######## design 1 ########
design_1/clock_wires.png
Drawn at 2 px/um.
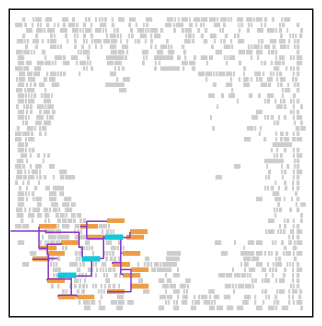

**config.mk**
```make
export PLATFORM = sky130hd
export DESIGN_NAME = ga_pool_arbiter
export DESIGN_NICKNAME = d
export VERILOG_FILES = /design/src/rtl/ga_pool_arbiter.sv
export SDC_FILE = /design/constraint.sdc
export NUM_CORES = 1
export LEC_CHECK = 0
export ABC_AREA = 1
export CAP_MARGIN = 20
export CORE_AREA = 2 2 149 151
export DETAILED_ROUTE_END_ITERATION = 7
export DIE_AREA = 0 0 151 153
export PLACE_DENSITY = 0.57
export SLEW_MARGIN = 40
export SYNTH_ARGS = -nofsm -noshare
export SYNTH_HDL_FRONTEND = slang
export SYNTH_SLANG_ARGS = --single-unit
```
**constraint.sdc**
```tcl
create_clock -name clk -period 2.1 [get_ports clk]
set_clock_uncertainty 0.1 [all_clocks]
set_input_delay 0.21 -clock clk [delete_from_list [all_inputs] [get_ports clk]]
set_output_delay 0.21 -clock clk [all_outputs]
set_load 0.01 [all_outputs]
```
**src/rtl/ga_pool_arbiter.sv**
```systemverilog
`default_nettype none
// ----------------------------------------------------------------------------
// ga_pool_arbiter : single-port sorted-pool memory arbiter (writer + 2 readers)
// Revision 1.0
// ----------------------------------------------------------------------------
module ga_pool_arbiter #(
  parameter int DATA_W       = 64,
  parameter int DEPTH        = 1024,
  parameter int ADDR_W       = $clog2(DEPTH),
  parameter int WR_BURST_MAX = 4,
  parameter int SIM_DLY      = 1
) (
  input  logic              clk,
  input  logic              rstn,
  input  logic              sw_rst,
  input  logic              wr_req,
  input  logic [ADDR_W-1:0] wr_addr,
  input  logic [DATA_W-1:0] wr_data,
  output logic              wr_gnt,
  input  logic              a_rd_req,
  input  logic [ADDR_W-1:0] a_rd_addr,
  output logic              a_rd_gnt,
  output logic              a_rd_data_valid,
  output logic [DATA_W-1:0] a_rd_data,
  input  logic              b_rd_req,
  input  logic [ADDR_W-1:0] b_rd_addr,
  output logic              b_rd_gnt,
  output logic              b_rd_data_valid,
  output logic [DATA_W-1:0] b_rd_data,
  output logic              mem_rd_req,
  output logic              mem_wr_req,
  output logic [ADDR_W-1:0] mem_addr,
  output logic [DATA_W-1:0] mem_wr_data,
  input  logic              mem_rd_data_valid,
  input  logic [DATA_W-1:0] mem_rd_data,
  output logic              err_orphan_rd,
  output logic [ADDR_W:0]   wr_cnt
);

  localparam int                 BC_W      = (WR_BURST_MAX > 0) ? $clog2(WR_BURST_MAX + 1) : 1;
  localparam logic [BC_W-1:0]    BURST_CAP = BC_W'(WR_BURST_MAX);
  localparam logic [ADDR_W:0]    CNT_MAX   = (ADDR_W + 1)'(DEPTH);

  logic [BC_W-1:0] burst_cnt;
  logic            rr_last;
  logic            pend;
  logic            owner;
  logic            drop;

  logic            rd_any;
  logic            cap_hit;
  logic            rd_slot;
  logic            pick_b;
  logic            ret_ok;

  // SIM_DLY is carried for interface compatibility only; state updates use plain NBAs.
  logic unused_sim_dly;
  assign unused_sim_dly = (SIM_DLY != 0);

  always_comb begin
    rd_any      = a_rd_req | b_rd_req;
    cap_hit     = (WR_BURST_MAX > 0) && (burst_cnt == BURST_CAP) && rd_any;
    wr_gnt      = ~sw_rst & wr_req & ~cap_hit;
    rd_slot     = ~sw_rst & rd_any & (~wr_req | cap_hit);
    // Both readers waiting: the one that did not go last wins.
    pick_b      = b_rd_req & (~a_rd_req | ~rr_last);
    a_rd_gnt    = rd_slot & ~pick_b;
    b_rd_gnt    = rd_slot & pick_b;
    mem_wr_req  = wr_gnt;
    mem_rd_req  = a_rd_gnt | b_rd_gnt;
    mem_addr    = '0;
    mem_wr_data = '0;
    if (wr_gnt) begin
      mem_addr    = wr_addr;
      mem_wr_data = wr_data;
    end else if (a_rd_gnt) begin
      mem_addr = a_rd_addr;
    end else if (b_rd_gnt) begin
      mem_addr = b_rd_addr;
    end
  end

  // A return landing in a soft-reset cycle is discarded along with the tag.
  assign ret_ok          = mem_rd_data_valid & pend & ~sw_rst;
  assign a_rd_data_valid = ret_ok & ~owner;
  assign b_rd_data_valid = ret_ok & owner;
  assign a_rd_data       = a_rd_data_valid ? mem_rd_data : '0;
  assign b_rd_data       = b_rd_data_valid ? mem_rd_data : '0;

  always_ff @(posedge clk or negedge rstn) begin
    if (!rstn) begin
      burst_cnt     <= '0;
      rr_last       <= 1'b0;
      pend          <= 1'b0;
      owner         <= 1'b0;
      drop          <= 1'b0;
      err_orphan_rd <= 1'b0;
      wr_cnt        <= '0;
    end else if (sw_rst) begin
      burst_cnt     <= '0;
      rr_last       <= 1'b0;
      pend          <= 1'b0;
      owner         <= 1'b0;
      drop          <= pend;
      err_orphan_rd <= 1'b0;
      wr_cnt        <= '0;
    end else begin
      burst_cnt <= (wr_gnt & rd_any) ? burst_cnt + BC_W'(1) : '0;
      if (a_rd_gnt) begin
        rr_last <= 1'b0;
      end else if (b_rd_gnt) begin
        rr_last <= 1'b1;
      end
      pend  <= mem_rd_req;
      owner <= b_rd_gnt;
      drop  <= 1'b0;
      if (mem_rd_data_valid & ~pend & ~drop) begin
        err_orphan_rd <= 1'b1;
      end
      if (wr_gnt && (wr_cnt != CNT_MAX)) begin
        wr_cnt <= wr_cnt + 1'b1;
      end
    end
  end

endmodule
`default_nettype wire
```
######## design 2 ########
===== src/rtl/matrix_dac_pkg.sv =====
// Shared definitions for the matrix bias DAC control front-end.
package matrix_dac_pkg;

  // DAC bank ordering on the SET bus
  localparam int IBIAS    = 0;
  localparam int ICASN    = 1;
  localparam int IDB      = 2;
  localparam int IRESET   = 3;
  localparam int ITHR     = 4;
  localparam int VCASN    = 5;
  localparam int VCLIP    = 6;
  localparam int VH       = 7;
  localparam int VL       = 8;
  localparam int VRESET_D = 9;
  localparam int VRESET_P = 10;

  localparam int NUM_DAC_DEF  = VRESET_P + 1;
  localparam int DAC_RST_CODE = 64;

  typedef enum logic [1:0] {
    RAMP_IDLE,
    RAMP_HOLD,
    RAMP_STEP
  } ramp_state_t;

endpackage


===== src/rtl/therm_dec.sv =====
// Binary to thermometer decoder for one DAC slice.
module therm_dec #(
  parameter int CODE_W  = 7,
  parameter int THERM_W = 2**CODE_W
) (
  input  logic [CODE_W-1:0]  code,
  output logic [THERM_W-1:0] therm
);

  // level i is on for every i up to and including the code (code 0 keeps bit 0 on)
  always_comb begin
    therm = '0;
    for (int i = 0; i < THERM_W; i++) therm[i] = (CODE_W'(i) <= code);
  end

endmodule


===== src/rtl/matrix_dac_cfg.sv =====
// Matrix bias DAC front-end: shadow/active code registers, per-DAC code ramp,
// registered thermometer SET bus.
module matrix_dac_cfg
  import matrix_dac_pkg::*;
#(
  parameter int N_DAC    = NUM_DAC_DEF,
  parameter int CODE_W   = 7,
  parameter int THERM_W  = 2**CODE_W,
  parameter int DWELL_W  = 16,
  parameter int RST_CODE = DAC_RST_CODE,
  parameter int ADDR_W   = $clog2(N_DAC)
) (
  input  logic                     CLK,
  input  logic                     nRST,
  input  logic                     cfg_wr,
  input  logic [ADDR_W-1:0]        cfg_addr,
  input  logic [CODE_W-1:0]        cfg_wdata,
  input  logic                     cfg_apply,
  output logic [CODE_W-1:0]        cfg_rdata,
  output logic                     cfg_err,
  input  logic                     ramp_start,
  input  logic                     ramp_abort,
  input  logic [ADDR_W-1:0]        ramp_sel,
  input  logic [CODE_W-1:0]        ramp_lo,
  input  logic [CODE_W-1:0]        ramp_hi,
  input  logic [CODE_W-1:0]        ramp_step,
  input  logic [DWELL_W-1:0]       ramp_dwell,
  output logic                     ramp_busy,
  output logic                     ramp_strobe,
  output logic [CODE_W-1:0]        ramp_code,
  output logic                     ramp_done,
  output logic [N_DAC*THERM_W-1:0] SET_BUS
);

  localparam logic [CODE_W-1:0] RST_C   = CODE_W'(RST_CODE);
  localparam logic [ADDR_W:0]   N_DAC_L = (ADDR_W+1)'(N_DAC);

  function automatic logic [THERM_W-1:0] therm_const(input logic [CODE_W-1:0] c);
    logic [THERM_W-1:0] t;
    t = '0;
    for (int i = 0; i < THERM_W; i++) t[i] = (CODE_W'(i) <= c);
    return t;
  endfunction

  localparam logic [THERM_W-1:0] RST_THERM = therm_const(RST_C);

  logic [N_DAC-1:0][CODE_W-1:0]  shadow_q, active_q, eff;
  logic [N_DAC-1:0][THERM_W-1:0] dec, set_q;

  ramp_state_t        state_q;
  logic [CODE_W-1:0]  cnt_q, hi_q, step_q;
  logic [ADDR_W-1:0]  sel_q;
  logic [DWELL_W-1:0] dwell_q, dwell_cnt_q;
  logic [CODE_W:0]    nxt;
  logic               busy, addr_ok, ramp_ok;

  assign busy    = (state_q != RAMP_IDLE);
  assign addr_ok = ({1'b0, cfg_addr} < N_DAC_L);
  assign ramp_ok = ({1'b0, ramp_sel} < N_DAC_L) && (ramp_step != '0) && (ramp_lo <= ramp_hi);
  // one extra bit so a step past the top code is seen instead of wrapping
  assign nxt     = {1'b0, cnt_q} + {1'b0, step_q};

  assign ramp_busy = busy;
  assign ramp_code = cnt_q;
  assign SET_BUS   = set_q;

  // shadow takes writes; apply copies the pre-write shadow into active
  always_ff @(posedge CLK or negedge nRST) begin
    if (!nRST) begin
      shadow_q <= {N_DAC{RST_C}};
      active_q <= {N_DAC{RST_C}};
    end else begin
      if (cfg_wr && addr_ok) shadow_q[cfg_addr] <= cfg_wdata;
      if (cfg_apply)         active_q <= shadow_q;
    end
  end

  // readback and error pulse for bad writes or rejected ramp requests
  always_ff @(posedge CLK or negedge nRST) begin
    if (!nRST) begin
      cfg_rdata <= '0;
      cfg_err   <= 1'b0;
    end else begin
      cfg_rdata <= addr_ok ? shadow_q[cfg_addr] : '0;
      cfg_err   <= (cfg_wr && !addr_ok) || (ramp_start && !busy && !ramp_ok);
    end
  end

  // ramped DAC follows the counter while busy, every other DAC its active code
  for (genvar d = 0; d < N_DAC; d++) begin : g_dac
    assign eff[d] = (busy && sel_q == ADDR_W'(d)) ? cnt_q : active_q[d];
    therm_dec #(.CODE_W(CODE_W), .THERM_W(THERM_W)) u_dec (.code(eff[d]), .therm(dec[d]));
  end

  // SET bus is retimed so the analogue side sees glitch-free levels
  always_ff @(posedge CLK or negedge nRST) begin
    if (!nRST) set_q <= {N_DAC{RST_THERM}};
    else       set_q <= dec;
  end

  // ramp sequencer: hold each code dwell+1 cycles, then step until past hi
  always_ff @(posedge CLK or negedge nRST) begin
    if (!nRST) begin
      state_q     <= RAMP_IDLE;
      cnt_q       <= '0;
      sel_q       <= '0;
      hi_q        <= '0;
      step_q      <= '0;
      dwell_q     <= '0;
      dwell_cnt_q <= '0;
      ramp_strobe <= 1'b0;
      ramp_done   <= 1'b0;
    end else begin
      ramp_strobe <= 1'b0;
      ramp_done   <= 1'b0;
      case (state_q)
        RAMP_IDLE: if (ramp_start && ramp_ok) begin
          state_q     <= RAMP_HOLD;
          sel_q       <= ramp_sel;
          hi_q        <= ramp_hi;
          step_q      <= ramp_step;
          dwell_q     <= ramp_dwell;
          cnt_q       <= ramp_lo;
          dwell_cnt_q <= '0;
          ramp_strobe <= 1'b1;
        end
        RAMP_HOLD: begin
          if (ramp_abort) begin
            state_q   <= RAMP_IDLE;
            ramp_done <= 1'b1;
          end else if (dwell_cnt_q == dwell_q) begin
            state_q <= RAMP_STEP;
          end else begin
            dwell_cnt_q <= dwell_cnt_q + DWELL_W'(1);
          end
        end
        RAMP_STEP: begin
          if (ramp_abort || nxt > {1'b0, hi_q}) begin
            state_q   <= RAMP_IDLE;
            ramp_done <= 1'b1;
          end else begin
            state_q     <= RAMP_HOLD;
            cnt_q       <= nxt[CODE_W-1:0];
            dwell_cnt_q <= '0;
            ramp_strobe <= 1'b1;
          end
        end
        default: state_q <= RAMP_IDLE;
      endcase
    end
  end

endmodule


===== config.mk =====
export PLATFORM = sky130hd
export DESIGN_NAME = matrix_dac_cfg
export DESIGN_NICKNAME = d
export VERILOG_FILES = /design/src/rtl/matrix_dac_pkg.sv /design/src/rtl/therm_dec.sv /design/src/rtl/matrix_dac_cfg.sv
export SDC_FILE = /design/constraint.sdc
export NUM_CORES = 2
export LEC_CHECK = 0
export ABC_AREA = 1
export CELL_PAD_IN_SITES_DETAIL_PLACEMENT = 1
export CELL_PAD_IN_SITES_GLOBAL_PLACEMENT = 2
export CORE_AREA = 2 2 585 587
export DETAILED_ROUTE_END_ITERATION = 7
export DIE_AREA = 0 0 587 589
export GPL_TIMING_DRIVEN = 0
export HOLD_SLACK_MARGIN = 0.08
export PLACE_DENSITY_LB_ADDON = 0.3
export SYNTH_ARGS = -nofsm -noshare
export SYNTH_HDL_FRONTEND = slang
export SYNTH_SLANG_ARGS = --single-unit
export TNS_END_PERCENT = 30

===== constraint.sdc =====
create_clock -name CLK -period 3.8 [get_ports CLK]
set_clock_uncertainty 0.2 [all_clocks]
set_input_delay 0.76 -clock CLK [delete_from_list [all_inputs] [get_ports CLK]]
set_output_delay 0.76 -clock CLK [all_outputs]
set_load 0.005 [all_outputs]

######## design 3 ########
`src/rtl/unit_output_collector.sv`:
```
// -----------------------------------------------------------------------------
// unit_output_collector
//
// Drains whole result packets from N_UNITS first-word-fall-through unit output
// queues and merges them into one registered word stream for the output FIFO.
// Units with data pending are served round-robin. A granted packet is moved
// in full before any other unit is looked at.
//
// Build option:
//   UNIT_OUTPUT_CHECKSUM_EN - when defined, every packet is followed by one
//                             extra word holding the XOR of its data words.
//
// Ports:
//   CLK         clock
//   RST         synchronous active-high reset
//   unit_dout   unit i word at [DIN_WIDTH*i +: DIN_WIDTH], valid while empty=0
//   unit_empty  unit i has no word available
//   unit_rd_en  combinational pop strobe, at most one bit high
//   dout        registered output word
//   wr_en       registered write strobe for dout
//   afull       output FIFO almost full (at least 2 words of room remain)
//   idle        high while no unit is granted
//   cur_unit    index of the granted unit
//
// States:
//   ST_IDLE | scanning for the next unit with data, round-robin
//   ST_XFER | moving words of one packet from cur_unit
//   ST_CSUM | emitting the packet checksum word (checksum build only)
// -----------------------------------------------------------------------------
module unit_output_collector #(
  parameter int N_UNITS   = 4,
  parameter int DIN_WIDTH = 16,
  parameter int PKT_WORDS = 18
) (
  input  logic                         CLK,
  input  logic                         RST,
  input  logic [N_UNITS*DIN_WIDTH-1:0] unit_dout,
  input  logic [N_UNITS-1:0]           unit_empty,
  output logic [N_UNITS-1:0]           unit_rd_en,
  output logic [DIN_WIDTH-1:0]         dout,
  output logic                         wr_en,
  input  logic                         afull,
  output logic                         idle,
  output logic [3:0]                   cur_unit
);

`ifdef UNIT_OUTPUT_CHECKSUM_EN
  typedef enum logic [1:0] {ST_IDLE, ST_XFER, ST_CSUM} state_t;
`else
  typedef enum logic [1:0] {ST_IDLE, ST_XFER} state_t;
`endif

  localparam logic [7:0] LAST_CNT      = 8'(PKT_WORDS - 1);
  localparam logic [3:0] LAST_UNIT_RST = 4'(N_UNITS - 1);
  localparam logic [4:0] N_UNITS_5     = 5'(N_UNITS);

  state_t                   r_state;
  state_t                   w_state_nxt;
  logic [3:0]               r_last_served;
  logic [3:0]               r_cur_unit;
  logic [7:0]               r_cnt;
  logic [DIN_WIDTH-1:0]     r_dout;
  logic                     r_wr_en;
`ifdef UNIT_OUTPUT_CHECKSUM_EN
  logic [DIN_WIDTH-1:0]     r_csum;
`endif

  // Inputs padded to 16 units so a 4-bit unit index always selects in range;
  // absent units read as permanently empty.
  logic [15:0]              w_empty_pad;
  logic [16*DIN_WIDTH-1:0]  w_dout_pad;
  logic [DIN_WIDTH-1:0]     w_cur_word;
  logic [15:0]              w_rd_pad;
  logic                     w_rd;
  logic                     w_last_rd;
  logic [4:0]               w_scan_idx;
  logic                     w_grant_found;
  logic [3:0]               w_grant_idx;

  always_comb begin
    w_empty_pad                = '1;
    w_empty_pad[N_UNITS-1:0]   = unit_empty;
    w_dout_pad                 = '0;
    w_dout_pad[N_UNITS*DIN_WIDTH-1:0] = unit_dout;
  end

  assign w_cur_word = w_dout_pad[DIN_WIDTH*r_cur_unit +: DIN_WIDTH];

  // Round-robin scan starting after the last served unit. Walking the offsets
  // from farthest to nearest leaves the nearest requester as the grant.
  always_comb begin
    w_grant_found = 1'b0;
    w_grant_idx   = '0;
    w_scan_idx    = '0;
    for (int i = N_UNITS - 1; i >= 0; i--) begin
      w_scan_idx = 5'(r_last_served) + 5'd1 + 5'(i);
      if (w_scan_idx >= N_UNITS_5) begin
        w_scan_idx = w_scan_idx - N_UNITS_5;
      end
      if (!w_empty_pad[w_scan_idx[3:0]]) begin
        w_grant_found = 1'b1;
        w_grant_idx   = w_scan_idx[3:0];
      end
    end
  end

  // RST gates the read so nothing is popped in the reset cycle itself.
  assign w_rd      = (r_state == ST_XFER) && !w_empty_pad[r_cur_unit] && !afull && !RST;
  assign w_last_rd = w_rd && (r_cnt == LAST_CNT);

  always_comb begin
    w_rd_pad             = '0;
    w_rd_pad[r_cur_unit] = w_rd;
  end

  assign unit_rd_en = w_rd_pad[N_UNITS-1:0];

  always_ff @(posedge CLK) begin
    if (RST) begin
      r_state <= ST_IDLE;
    end else begin
      r_state <= w_state_nxt;
    end
  end

  always_comb begin
    w_state_nxt = r_state;
    case (r_state)
      ST_IDLE: begin
        if (w_grant_found) begin
          w_state_nxt = ST_XFER;
        end
      end
      ST_XFER: begin
        if (w_last_rd) begin
`ifdef UNIT_OUTPUT_CHECKSUM_EN
          w_state_nxt = ST_CSUM;
`else
          w_state_nxt = ST_IDLE;
`endif
        end
      end
`ifdef UNIT_OUTPUT_CHECKSUM_EN
      ST_CSUM: begin
        if (!afull) begin
          w_state_nxt = ST_IDLE;
        end
      end
`endif
      default: w_state_nxt = ST_IDLE;
    endcase
  end

  always_ff @(posedge CLK) begin
    if (RST) begin
      r_last_served <= LAST_UNIT_RST;
      r_cur_unit    <= '0;
      r_cnt         <= '0;
      r_dout        <= '0;
      r_wr_en       <= 1'b0;
`ifdef UNIT_OUTPUT_CHECKSUM_EN
      r_csum        <= '0;
`endif
    end else begin
      r_wr_en <= 1'b0;
      if ((r_state == ST_IDLE) && w_grant_found) begin
        r_cur_unit <= w_grant_idx;
        r_cnt      <= '0;
`ifdef UNIT_OUTPUT_CHECKSUM_EN
        r_csum     <= '0;
`endif
      end
      if (w_rd) begin
        r_dout  <= w_cur_word;
        r_wr_en <= 1'b1;
        r_cnt   <= r_cnt + 8'd1;
`ifdef UNIT_OUTPUT_CHECKSUM_EN
        r_csum  <= r_csum ^ w_cur_word;
`endif
        if (w_last_rd) begin
          r_last_served <= r_cur_unit;
        end
      end
`ifdef UNIT_OUTPUT_CHECKSUM_EN
      if ((r_state == ST_CSUM) && !afull) begin
        r_dout  <= r_csum;
        r_wr_en <= 1'b1;
      end
`endif
    end
  end

  assign dout     = r_dout;
  assign wr_en    = r_wr_en;
  assign idle     = (r_state == ST_IDLE);
  assign cur_unit = r_cur_unit;

endmodule
```
`config.mk`:
```
export PLATFORM = sky130hd
export DESIGN_NAME = unit_output_collector
export DESIGN_NICKNAME = d
export VERILOG_FILES = /design/src/rtl/unit_output_collector.sv
export SDC_FILE = /design/constraint.sdc
export NUM_CORES = 1
export LEC_CHECK = 0
export CORE_MARGIN = 2
export CORE_UTILIZATION = 48
export DETAILED_ROUTE_END_ITERATION = 8
export PLACE_DENSITY = 0.87
export SYNTH_ARGS = -nofsm -noshare
export SYNTH_HDL_FRONTEND = slang
export SYNTH_SLANG_ARGS = --single-unit
```
`constraint.sdc`:
```
create_clock -name CLK -period 8.9 [get_ports CLK]
set_input_delay 1.78 -clock CLK [delete_from_list [all_inputs] [get_ports CLK]]
set_output_delay 1.78 -clock CLK [all_outputs]
set_load 0.005 [all_outputs]
```

==> screenshots <==
Congestion heat map.
image #1
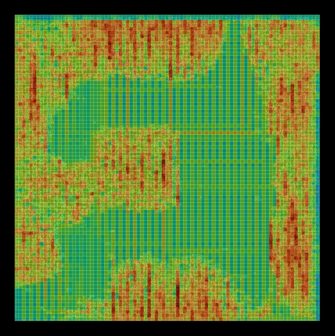
image #2
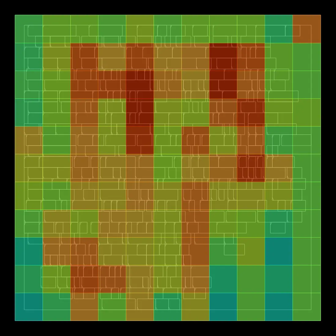
image #3
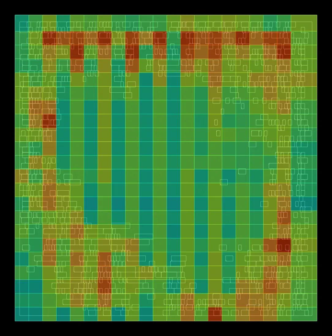
For design 3, see image #2.
For design 1, see image #3.
For design 2, see image #1.
- highest utilization: image #2
- most wire per cell: image #1

design_3/clock_wires.png
Drawn at 4 px/um.
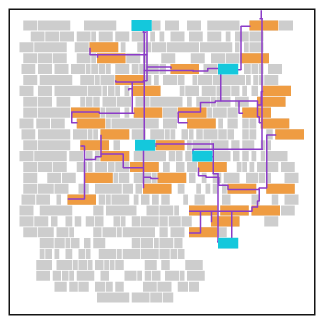
[flip-flops] orange | count: 34
[clock-net drivers] cyan | count: 5
[clock wires] purple | length: 436 um
routed clock nets: 6
clock insertion delay at the later pin of the skew report: 0.29 ns
final clock skew: 0.004789 ns
fraction of power consumed by the clock network: 0.309

==> run_results.csv, design 3 <==
group,metric,value,unit
run_status,outcome,"finished clean",
final_layout,number_of_antenna_repair_diodes,0,
grt,grt_pass1_wl,11.85,mm
synth,ys_async_sr_fraction,0,
worst_setup_path,cp-startpoint,"RST",
final_layout,area.share.sequential,0.1918,
final_layout,n_multi_input_combinational_cell,217,
synth,synth.lib_cells_used.distinct,57,
final_layout,mi_logic_area,1680,um2
worst_setup_path,cp-start-kind,"primary input",
sta,final.period_utilization,0.7381,
grt,grt_max_degree,30,
worst_setup_path,timing.critical_path.to_type,"primary output",
final_layout,num-clock-buffers,7,
power_and_ir_drop,p_sw_frac,0.2440,
drt,initialDrtViolationCount,117,
synth,synthFlopType,"sky130_fd_sc_hd__dfxtp_1",
floorplan,floorplan.die.width,75.97,um
job,max_cap_viol_count,0,
grt,grt_antenna_before_repair,0,
grt,busiest_layer,"met2",
sta,max_slew_margin,0.3136,
power_and_ir_drop,internal-power,0.2616,mW
power_and_ir_drop,post-layout-total-power,0.3460,mW
synth,yosysWarnings,0,
drt,via_count,2487,
worst_setup_path,cp_slowest_cell,"sky130_fd_sc_hd__clkdlybuf4s50_1",
synth,ys_sh_simple,0.2416,
sta,postLayoutSetupSlackWorst,2.331,ns
drt,met3RoutedLength,393,um
synth,xor_share,0.03573,
synth,synthMostInstantiatedCell,"sky130_fd_sc_hd__nand2_1",
worst_setup_path,required_time_reported_for_the_critical_path_endpoint,7.12,ns
power_and_ir_drop,vdd.ir_drop.worst,0.05613,mV
power_and_ir_drop,p_comb,0.0814,mW
final_layout,final_nets,451,
drt,route.top_layer_used,"met4",
clocking,clock_sink_count,34,
synth,yosysChipArea,2486,um2
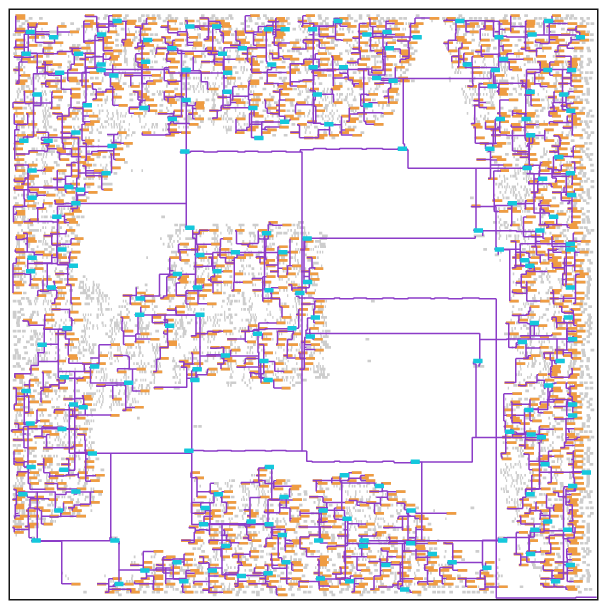
design_2/clock_wires.png
Drawn at 1 px/um.
[clock-net drivers] cyan | count: 197
[flip-flops] orange | count: 1,631
[clock wires] purple | length: 26.1 mm
flops lie: spread over the die
clock insertion delay at the later pin of the skew report: 0.87 ns
fraction of power consumed by the clock network: 0.253

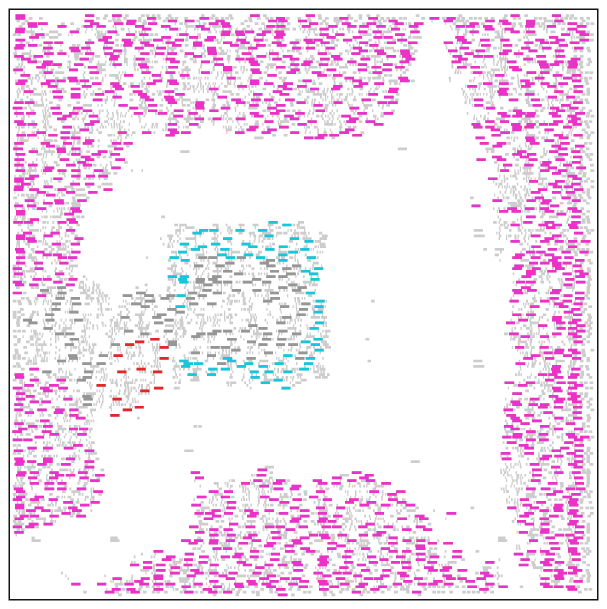
design_2/ff_map.png
Drawn at 1 px/um. Other sequential cells in the stronger gray, the rest of the logic in the fainter gray.
[dwell_cnt_q] red | flops: 16 | where: left middle
[SET_BUS] magenta | flops: 1,408 | where: spread over the die
[active_q] cyan | flops: 77 | where: middle
register share of the cell area: 0.4824
sequential-cell power consumption: 27.6 mW
final core utilization: 0.2553
Reg area: 41,750 um2

==> run_results.csv, design 2 <==
group,metric,value,unit
synth,yosys-dominant-comb-family,"AND-OR/OR-AND gates",
power_and_ir_drop,power_top_consumer,"combinational cells",
worst_setup_path,crit-reg2reg-launch,"state_q[0]",
power_and_ir_drop,combinationalPowerShare,0.385,
final_layout,layout.area.top_class,"sequential cells",
worst_setup_path,r2r.worst_path.cells,10,
final_layout,buf_share,0.1908,
final_layout,num-clock-buffers,302,
synth,synth.cells.most_frequent,"sky130_fd_sc_hd__dfrtp_1 (894), sky130_fd_sc_hd__nand2_1 (786), sky130_fd_sc_hd__dfstp_2 (737), sky130_fd_sc_hd__a21oi_1 (670), sky130_fd_sc_hd__inv_1 (546)",
job,stage_log_warnings,62,
worst_setup_path,timing.critical_path.to_type,"flip-flop",
run_status,outcome,"finished clean",
grt,gr-usage-all-layers,0.1661,
job,max_cap_viol_count,0,
power_and_ir_drop,internal-power,48.06,mW
drt,route.final.wire_length,297.1,mm
worst_setup_path,required_time_reported_for_the_critical_path_endpoint,4.31,ns
worst_setup_path,worstPathMaxFanout,10,
min_path,worst_hold_path.num_cells,3,
final_layout,largest_reg_flops,1408,
synth,synthMuxAreaShare,0.003887,
final_layout,n_multi_input_combinational_cell,2756,
power_and_ir_drop,sequentialPowerShare,0.363,
grt,grt_overflow_total,0,
power_and_ir_drop,switchingPower,28.07,mW
final_layout,buffers_excl_clock,1740,
grt,grt_pass1_wl,410.1,mm
drt,vias_per_cell,3.918,
min_path,hp-class,"in -> reg",
worst_setup_path,crit_end,"SET_BUS[74]",
sta,grt_setup_unrepaired,"yes",
worst_setup_path,cp-startpoint,"state_q[0]",
synth,largest_area_contributor_in_the_synthesized_netlist,"sky130_fd_sc_hd__dfrtp_1",
place,dp.final_hpwl,228.9,mm
grt,grt.met3_usage,0.05734,
place,place.detailed.instances,11210,
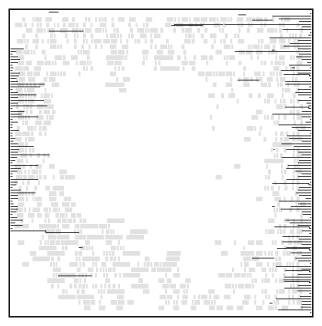
design_1/m3.png
Drawn at 2 px/um.
wire length on this layer: 1,430 um
longest straight run: 43.0 um
nets with wire on the layer: 190
number of vias after detailed routing: 4,528
final WL: 17.04 mm

About design_1/clock_wires.png:
[flip-flops] orange | count: 19
[clock-net drivers] cyan | count: 3
[clock wires] purple | length: 274 um
routed clock nets: 4
clock insertion delay at the later pin of the skew report: 0.25 ns
power of the clock network: 0.393 mW

==> run_results.csv, design 1 <==
group,metric,value,unit
synth,yosys-dominant-comb-family,"simple AND/OR/NAND/NOR gates",
place,placed_area,6985,um2
clocking,clock_sink_count,19,
place,gpl.final_weighted_congestion,0.8011,
place,placement.io_buffers,385,
final_layout,comb_area_frac,0.2454,
clocking,numCtsBuffers,3,
power_and_ir_drop,post-layout-total-power,1.642,mW
run_status,outcome,"finished clean",
power_and_ir_drop,p_leak,4.037,nW
clocking,ctsHtreeMaxLevel,1,
job,stage_log_warnings,30,
worst_setup_path,cp-start-kind,"flip-flop",
synth,synth.cells.most_frequent,"sky130_fd_sc_hd__nor2_1 (202), sky130_fd_sc_hd__inv_1 (151), sky130_fd_sc_hd__nand2_1 (66), sky130_fd_sc_hd__nand3_1 (24), sky130_fd_sc_hd__dfrtp_1 (19)",
power_and_ir_drop,combinationalPowerShare,0.516,
floorplan,floorplan.die.width,151,um
worst_setup_path,r2r.worst_path.cells,10,
final_layout,num-clock-buffers,3,
min_path,hp-class,"in -> async",
final_layout,final_cells,1233,
final_layout,area.share.sequential,0.07061,
synth,topCellsByArea,"sky130_fd_sc_hd__nor2_1 (27%), sky130_fd_sc_hd__inv_1 (20%), sky130_fd_sc_hd__dfrtp_1 (17%)",
final_layout,buffers_excl_clock,435,
drt,vias_per_cell,3.672,
synth,synth.cellmix.compoundShare,0.03832,
power_and_ir_drop,switchingPower,0.5217,mW
power_and_ir_drop,p_comb,0.847,mW
job,max_cap_viol_count,0,
worst_setup_path,worst_path_dominant_cell_family,"simple AND/OR/NAND/NOR gates",

######## design 4 ########
design_4/layers.png
Drawn at 1 px/um.
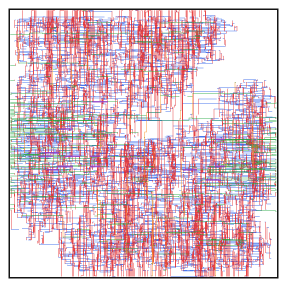

<file path="config.mk">
export PLATFORM = sky130hd
export DESIGN_NAME = miinst_issue_queue
export DESIGN_NICKNAME = d
export VERILOG_FILES = /design/src/rtl/miinst_issue_queue_pkg.sv /design/src/rtl/miinst_slot_pick.sv /design/src/rtl/miinst_issue_queue.sv
export SDC_FILE = /design/constraint.sdc
export NUM_CORES = 1
export LEC_CHECK = 0
export CORE_MARGIN = 4
export CORE_UTILIZATION = 52
export DETAILED_ROUTE_END_ITERATION = 10
export PLACE_DENSITY = 0.71
export SYNTH_ARGS = -nofsm -noshare
export SYNTH_HDL_FRONTEND = slang
export SYNTH_SLANG_ARGS = --single-unit
</file>
<file path="constraint.sdc">
create_clock -name clk -period 18.8 [get_ports clk]
set_input_delay 1.88 -clock clk [delete_from_list [all_inputs] [get_ports clk]]
set_output_delay 1.88 -clock clk [all_outputs]
set_load 0.01 [all_outputs]
</file>
<file path="src/rtl/miinst_issue_queue_pkg.sv">
// miinst_issue_queue_pkg: micro-instruction types, slot count and helpers shared by the issue queue
package miinst_issue_queue_pkg;
    localparam int MQ_N = 4;
    typedef enum logic [2:0] {
        MIOP_NOP,
        MIOP_ADDI,
        MIOP_LOAD,
        MIOP_STORE,
        MIOP_JR,
        MIOP_MOVI
    } miop_e;
    typedef struct packed {
        miop_e       op;
        logic [3:0]  rd;
        logic [15:0] imm;
        logic [31:0] pc;
    } miinst_t;
    typedef logic [MQ_N-1:0] slot_mask_t;
    function automatic miinst_t nop();
        return '{op: MIOP_NOP, default: '0};
    endfunction
endpackage

</file>
<file path="src/rtl/miinst_slot_pick.sv">
// miinst_slot_pick: lowest set slot of a remaining-mask, plus any / exactly-one flags
module miinst_slot_pick import miinst_issue_queue_pkg::*; #(
    parameter int N = MQ_N,
    localparam int W = (N > 1) ? $clog2(N) : 1
) (
    input  logic [N-1:0] mask,
    output logic [W-1:0] idx,
    output logic         any,
    output logic         one_hot
);
    always_comb begin
        idx = '0;
        for (int i = N - 1; i >= 0; i--) idx = mask[i] ? W'(i) : idx;
    end
    assign any     = |mask;
    assign one_hot = $onehot(mask);
endmodule

</file>
<file path="src/rtl/miinst_issue_queue.sv">
// miinst_issue_queue: buffers decoded micro-op bundles and issues one non-NOP micro-op per cycle
module miinst_issue_queue import miinst_issue_queue_pkg::*; #(
    parameter int DEPTH = 4,
    parameter int MQ_N = miinst_issue_queue_pkg::MQ_N,
    localparam int AW = $clog2(DEPTH),
    localparam int SW = (MQ_N > 1) ? $clog2(MQ_N) : 1
) (
    input  logic          clk,
    input  logic          rst,
    input  logic          flush,
    input  logic          bundle_valid,
    input  miinst_t       bundle [MQ_N],
    output logic          bundle_ready,
    output logic          issue_valid,
    output miinst_t       issue,
    output logic          issue_last,
    input  logic          issue_ready,
    output logic [AW:0]   count
);
    logic [AW-1:0]   head, tail;
    logic [MQ_N-1:0] rem [DEPTH];
    miinst_t         slots [DEPTH][MQ_N];
    logic [MQ_N-1:0] new_rem;
    logic [SW-1:0]   cur;
    logic            any, one_hot, enq, fire, pop;

    miinst_slot_pick #(.N(MQ_N)) u_pick (
        .mask    (rem[head]),
        .idx     (cur),
        .any     (any),
        .one_hot (one_hot)
    );

    always_comb begin
        new_rem = '0;
        for (int i = 0; i < MQ_N; i++) new_rem[i] = bundle[i].op != MIOP_NOP;
    end

    assign bundle_ready = count != (AW+1)'(DEPTH);
    assign issue_valid  = (count != '0) & any;
    assign issue        = issue_valid ? slots[head][cur] : nop();
    assign issue_last   = issue_valid & one_hot;
    // all-NOP bundles are accepted but never occupy an entry
    assign enq          = bundle_valid & bundle_ready & ~flush & (|new_rem);
    assign fire         = issue_valid & issue_ready & ~flush;
    assign pop          = fire & one_hot;

    always_ff @(posedge clk or posedge rst)
        if (rst) begin
            head  <= '0;
            tail  <= '0;
            count <= '0;
            for (int i = 0; i < DEPTH; i++) rem[i] <= '0;
        end else if (flush) begin
            head  <= '0;
            tail  <= '0;
            count <= '0;
        end else begin
            if (fire & ~one_hot) rem[head][cur] <= 1'b0;
            if (enq) begin
                rem[tail] <= new_rem;
                tail      <= tail + 1'b1;
            end
            if (pop) head <= head + 1'b1;
            count <= count + (AW+1)'(enq) - (AW+1)'(pop);
        end

    always_ff @(posedge clk)
        if (enq) for (int i = 0; i < MQ_N; i++) slots[tail][i] <= bundle[i];
endmodule

</file>
######## design 5 ########
<file path="src/rtl/prescaled_timer.sv">
// prescaled_timer: single-channel timer with a programmable prescaler,
// a programmable top (reload) value, up/down counting, continuous or one-shot
// mode, start/stop/clear/load controls, wrap and compare-match event pulses,
// and a registered PWM output.
//
// Ports:
//   clk        - system clock, all state updates on the rising edge
//   rst        - asynchronous active-low reset
//   start      - pulse: IDLE/DONE -> RUN, prescaler cleared
//   stop       - pulse: -> IDLE, value held (wins over start)
//   clear      - pulse: value to start point (0 up / top down), prescaler 0
//   load       - pulse: value <= load_value
//   load_value - value written by load
//   halt       - level: freeze prescaler and value while in RUN
//   up         - count direction, 1 = up
//   one_shot   - 1 = stop in DONE at the first wrap
//   prescale   - tick every prescale+1 enabled cycles
//   top        - terminal value of the count range 0..top
//   compare    - match / PWM threshold
//   value      - current count
//   running    - 1 while in RUN
//   wrap       - one-cycle pulse on the terminal tick
//   match      - one-cycle pulse when a tick lands on compare
//   pwm        - registered running && (value < compare)
module prescaled_timer #(
  parameter int unsigned WIDTH          = 16,
  parameter int unsigned PRESCALE_WIDTH = 8
) (
  input  logic                      clk,
  input  logic                      rst,
  input  logic                      start,
  input  logic                      stop,
  input  logic                      clear,
  input  logic                      load,
  input  logic [WIDTH-1:0]          load_value,
  input  logic                      halt,
  input  logic                      up,
  input  logic                      one_shot,
  input  logic [PRESCALE_WIDTH-1:0] prescale,
  input  logic [WIDTH-1:0]          top,
  input  logic [WIDTH-1:0]          compare,
  output logic [WIDTH-1:0]          value,
  output logic                      running,
  output logic                      wrap,
  output logic                      match,
  output logic                      pwm
);

  typedef enum logic [1:0] {
    IDLE,
    RUN,
    DONE
  } state_e;

  state_e                    state_q, state_d;
  logic [PRESCALE_WIDTH-1:0] presc_q, presc_d;
  logic [WIDTH-1:0]          value_q, value_d;
  logic                      wrap_q, wrap_d;
  logic                      match_q, match_d;
  logic                      pwm_q, pwm_d;

  logic advance;
  logic tick;
  logic at_end;

  always_comb begin
    state_d = state_q;
    presc_d = presc_q;
    value_d = value_q;
    wrap_d  = 1'b0;
    match_d = 1'b0;

    // Counting only advances on cycles free of any control pulse that
    // overrides it (stop, clear, load) and while not halted.
    advance = (state_q == RUN) && !halt && !stop && !clear && !load;
    tick    = advance && (presc_q == prescale);
    at_end  = up ? (value_q >= top) : ((value_q == '0) || (value_q > top));

    if (clear) begin
      value_d = up ? '0 : top;
      presc_d = '0;
    end else if (load) begin
      value_d = load_value;
    end else if (tick) begin
      presc_d = '0;
      wrap_d  = at_end;
      if (at_end) begin
        if (one_shot) begin
          value_d = up ? top : '0;
          state_d = DONE;
        end else begin
          value_d = up ? '0 : top;
        end
      end else begin
        value_d = up ? value_q + WIDTH'(1) : value_q - WIDTH'(1);
      end
      match_d = (value_d == compare);
    end else if (advance) begin
      presc_d = presc_q + PRESCALE_WIDTH'(1);
    end

    // State controls are applied last so start's prescaler clear overrides
    // the hold implied by a simultaneous load.
    if (stop) begin
      state_d = IDLE;
    end else if (start && (state_q != RUN)) begin
      state_d = RUN;
      presc_d = '0;
    end

    // Computed from next-state values so pwm lines up with value.
    pwm_d = (state_d == RUN) && (value_d < compare);
  end

  always_ff @(posedge clk or negedge rst) begin
    if (!rst) begin
      state_q <= IDLE;
      presc_q <= '0;
      value_q <= '0;
      wrap_q  <= 1'b0;
      match_q <= 1'b0;
      pwm_q   <= 1'b0;
    end else begin
      state_q <= state_d;
      presc_q <= presc_d;
      value_q <= value_d;
      wrap_q  <= wrap_d;
      match_q <= match_d;
      pwm_q   <= pwm_d;
    end
  end

  assign value   = value_q;
  assign running = (state_q == RUN);
  assign wrap    = wrap_q;
  assign match   = match_q;
  assign pwm     = pwm_q;

endmodule

</file>
<file path="config.mk">
export PLATFORM = sky130hd
export DESIGN_NAME = prescaled_timer
export DESIGN_NICKNAME = d
export VERILOG_FILES = /design/src/rtl/prescaled_timer.sv
export SDC_FILE = /design/constraint.sdc
export NUM_CORES = 1
export LEC_CHECK = 0
export ABC_AREA = 1
export ABC_CLOCK_PERIOD_IN_PS = 3860
export CORE_MARGIN = 2
export CORE_UTILIZATION = 35
export DETAILED_ROUTE_END_ITERATION = 7
export GPL_TIMING_DRIVEN = 0
export PLACE_DENSITY_LB_ADDON = 0.1
export SETUP_SLACK_MARGIN = 0.1
export SYNTH_ARGS = -nofsm -noshare
export SYNTH_HDL_FRONTEND = slang
export SYNTH_SLANG_ARGS = --single-unit
export TNS_END_PERCENT = 1
</file>
<file path="constraint.sdc">
create_clock -name clk -period 3.86 [get_ports clk]
set_clock_uncertainty 0.05 [all_clocks]
set_input_delay 0.386 -clock clk [delete_from_list [all_inputs] [get_ports clk]]
set_output_delay 0.386 -clock clk [all_outputs]
set_load 0.005 [all_outputs]
</file>
design_5/layers.png
Drawn at 2 px/um.
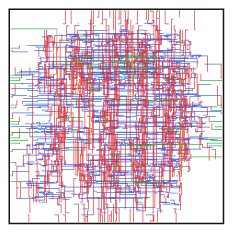
[M2] red | wire length: 6,260 um
[M3] green | wire length: 601 um
[M4] orange | wire length: 252 um
[M1] blue | wire length: 6,160 um
number of vias after detailed routing: 4,141
final WL: 13.27 mm
drt wl/cell: 16.45 um

==> run_results.csv, design 5 <==
group,metric,value,unit
run_status,outcome,"finished clean",
sta,timing.fmax,273.8,MHz
worst_setup_path,cpPeakStageDelay,0.47,ns
final_layout,area_growth_syn_to_layout,40.40,%
final_layout,largest_register,"value",
clocking,clock_tree.buffer_depth,2,
synth,synthMuxAreaShare,0.002728,
place,placed_area,4666,um2
drt,detail_route.drc_violations,0,
power_and_ir_drop,p_comb,0.756,mW
synth,ys_sh_simple,0.2956,
drt,vias_per_cell,5.131,
worst_setup_path,path_depth,22,
power_and_ir_drop,switchingPower,0.5748,mW
synth,netlist.area_leader.share,0.1977,
clocking,cts.hold.buffers_added,0,
power_and_ir_drop,p_per_area,272.4,nW/um2
final_layout,largest_registers,"value (16), presc_q (8), state_q (2)",
floorplan,design.die.area,11320,um2
grt,first_global_vias,4016,
sta,final.period_utilization,0.9462,
power_and_ir_drop,clock_net_power,0.296,mW
power_and_ir_drop,power_top_consumer,"combinational cells",
sta,totalNegativeSetupSlack,0,ns
clocking,ctsHtreeMaxLevel,2,
drt,met3RoutedLength,600,um
drt,drt-met1-wl,6.162,mm
place,dp.final_hpwl,10.21,mm
power_and_ir_drop,p_leak,2.533,nW
worst_setup_path,timing.critical_path.to_type,"flip-flop",
clocking,clock_insertion_delay_worst_skew,0.29,ns
sta,final_period_minus_worst_setup_slack,3.652,ns
floorplan,core_area,10230,um2
final_layout,buffers_excl_clock,122,
final_layout,drive_gt1_frac,0.1446,
synth,postSynthCellCount,552,
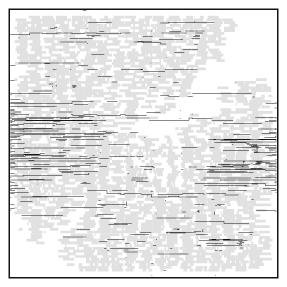
design_4/m3.png
Drawn at 1 px/um.
nets with wire on the layer: 230
share of all routed wire: 7.6%
main direction: horizontal
GR Layer Usage met3: 0.05623
final WL: 75.96 mm
number of vias after detailed routing: 17,410

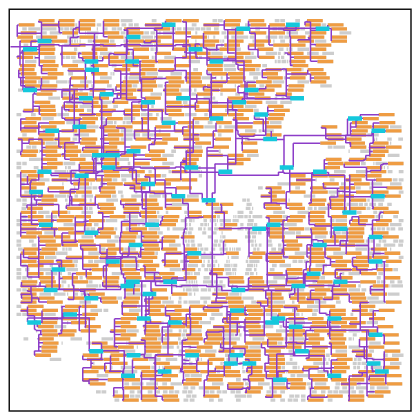
design_4/clock_wires.png
Drawn at 1.5 px/um.
[flip-flops] orange | count: 903
[clock wires] purple | length: 9,360 um
[clock-net drivers] cyan | count: 90
routed clock nets: 91
clock insertion delay at the later pin of the skew report: 0.64 ns
fraction of power consumed by the clock network: 0.309
final clock skew: 0.02180 ns
power of the clock network: 1.80 mW

Notes on design_4/layers.png above:
[M2] red | wire length: 38.6 mm
[M4] orange | wire length: 1,350 um
[M5] purple | wire length: 155 um
[M3] green | wire length: 5,740 um
[M1] blue | wire length: 30.1 mm
drt wl/cell: 26.78 um
All-Layer GR Usage: 0.2131

==> run_results.csv, design 4 <==
group,metric,value,unit
final_layout,seq_cells,903,
synth,ys_async_sr_fraction,0.02547,
final_layout,buffers_excl_clock,306,
final_layout,drive_gt1_frac,0.2004,
synth,ys_sh_simple,0.02333,
floorplan,tapCellCount,864,
synth,yosysChipArea,34850,um2
floorplan,floorplan.die.width,266.9,um
drt,dr.pass1.iters,5,
place,pre_cts_ws,11.02,ns
final_layout,n_fill_cell,4473,
clocking,clock_tree.buffer_depth,3,
synth,postSynthCellCount,1589,
sta,final_hold_viol_count,0,
worst_setup_path,worstPathMaxFanout,49,
grt,gr_util_met2,0.3501,
power_and_ir_drop,vdd.ir_drop.worst,0.09749,mV
clocking,clk_pin_slew,0.07,ns
final_layout,largest_register,"slots",
clocking,cts_tree,"yes",
power_and_ir_drop,p_comb,1.66,mW
synth,synth-seq-cells,903,
final_layout,area_share_clock_buf_inv,0.07209,
final_layout,number_of_antenna_repair_diodes,12,
sta,final.period_utilization,0.4368,
final_layout,final_nets,2135,
drt,detail_route.drc_violations,0,
synth,enable_flop_cells,880,
run_status,outcome,"finished clean",
synth,synth.cellmix.compoundShare,0.03285,
final_layout,stdcell_area,41650,um2
worst_setup_path,cp_slowest_cell,"sky130_fd_sc_hd__dfrtp_4",

==> layout pictures side by side <==
Register map, names as in the netlist.
panel A
Drawn at 1 px/um. Other sequential cells in the stronger gray, the rest of the logic in the fainter gray.
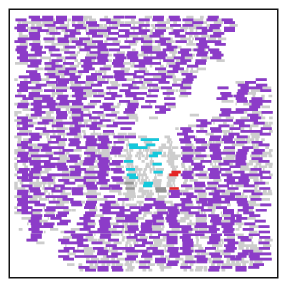
panel B
Drawn at 2 px/um. Other sequential cells in the stronger gray, the rest of the logic in the fainter gray.
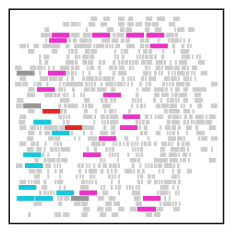
| picture | from |
|---|---|
| panel A | design 4 |
| panel B | design 5 |



==> gallery <==
M3 wires.
Plate I
Drawn at 2 px/um.
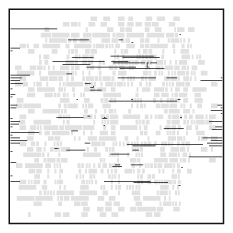
Plate II
Drawn at 1 px/um.
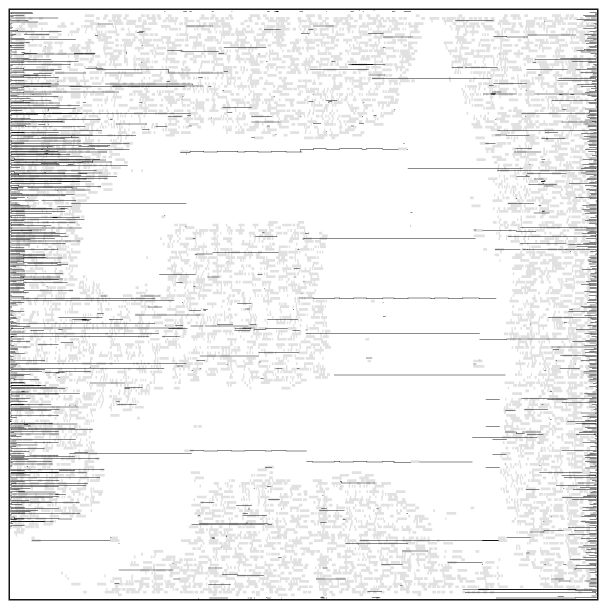
Plate III
Drawn at 4 px/um.
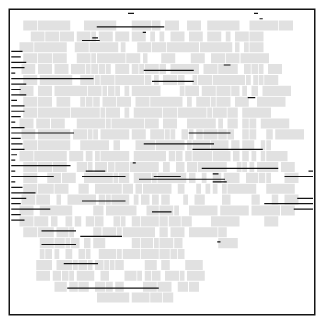
| picture | from |
|---|---|
| Plate II | design 2 |
| Plate I | design 5 |
| Plate III | design 3 |
Of these, largest die: Plate II

Power figures rest on the tool's default switching activity, not on a simulated workload.
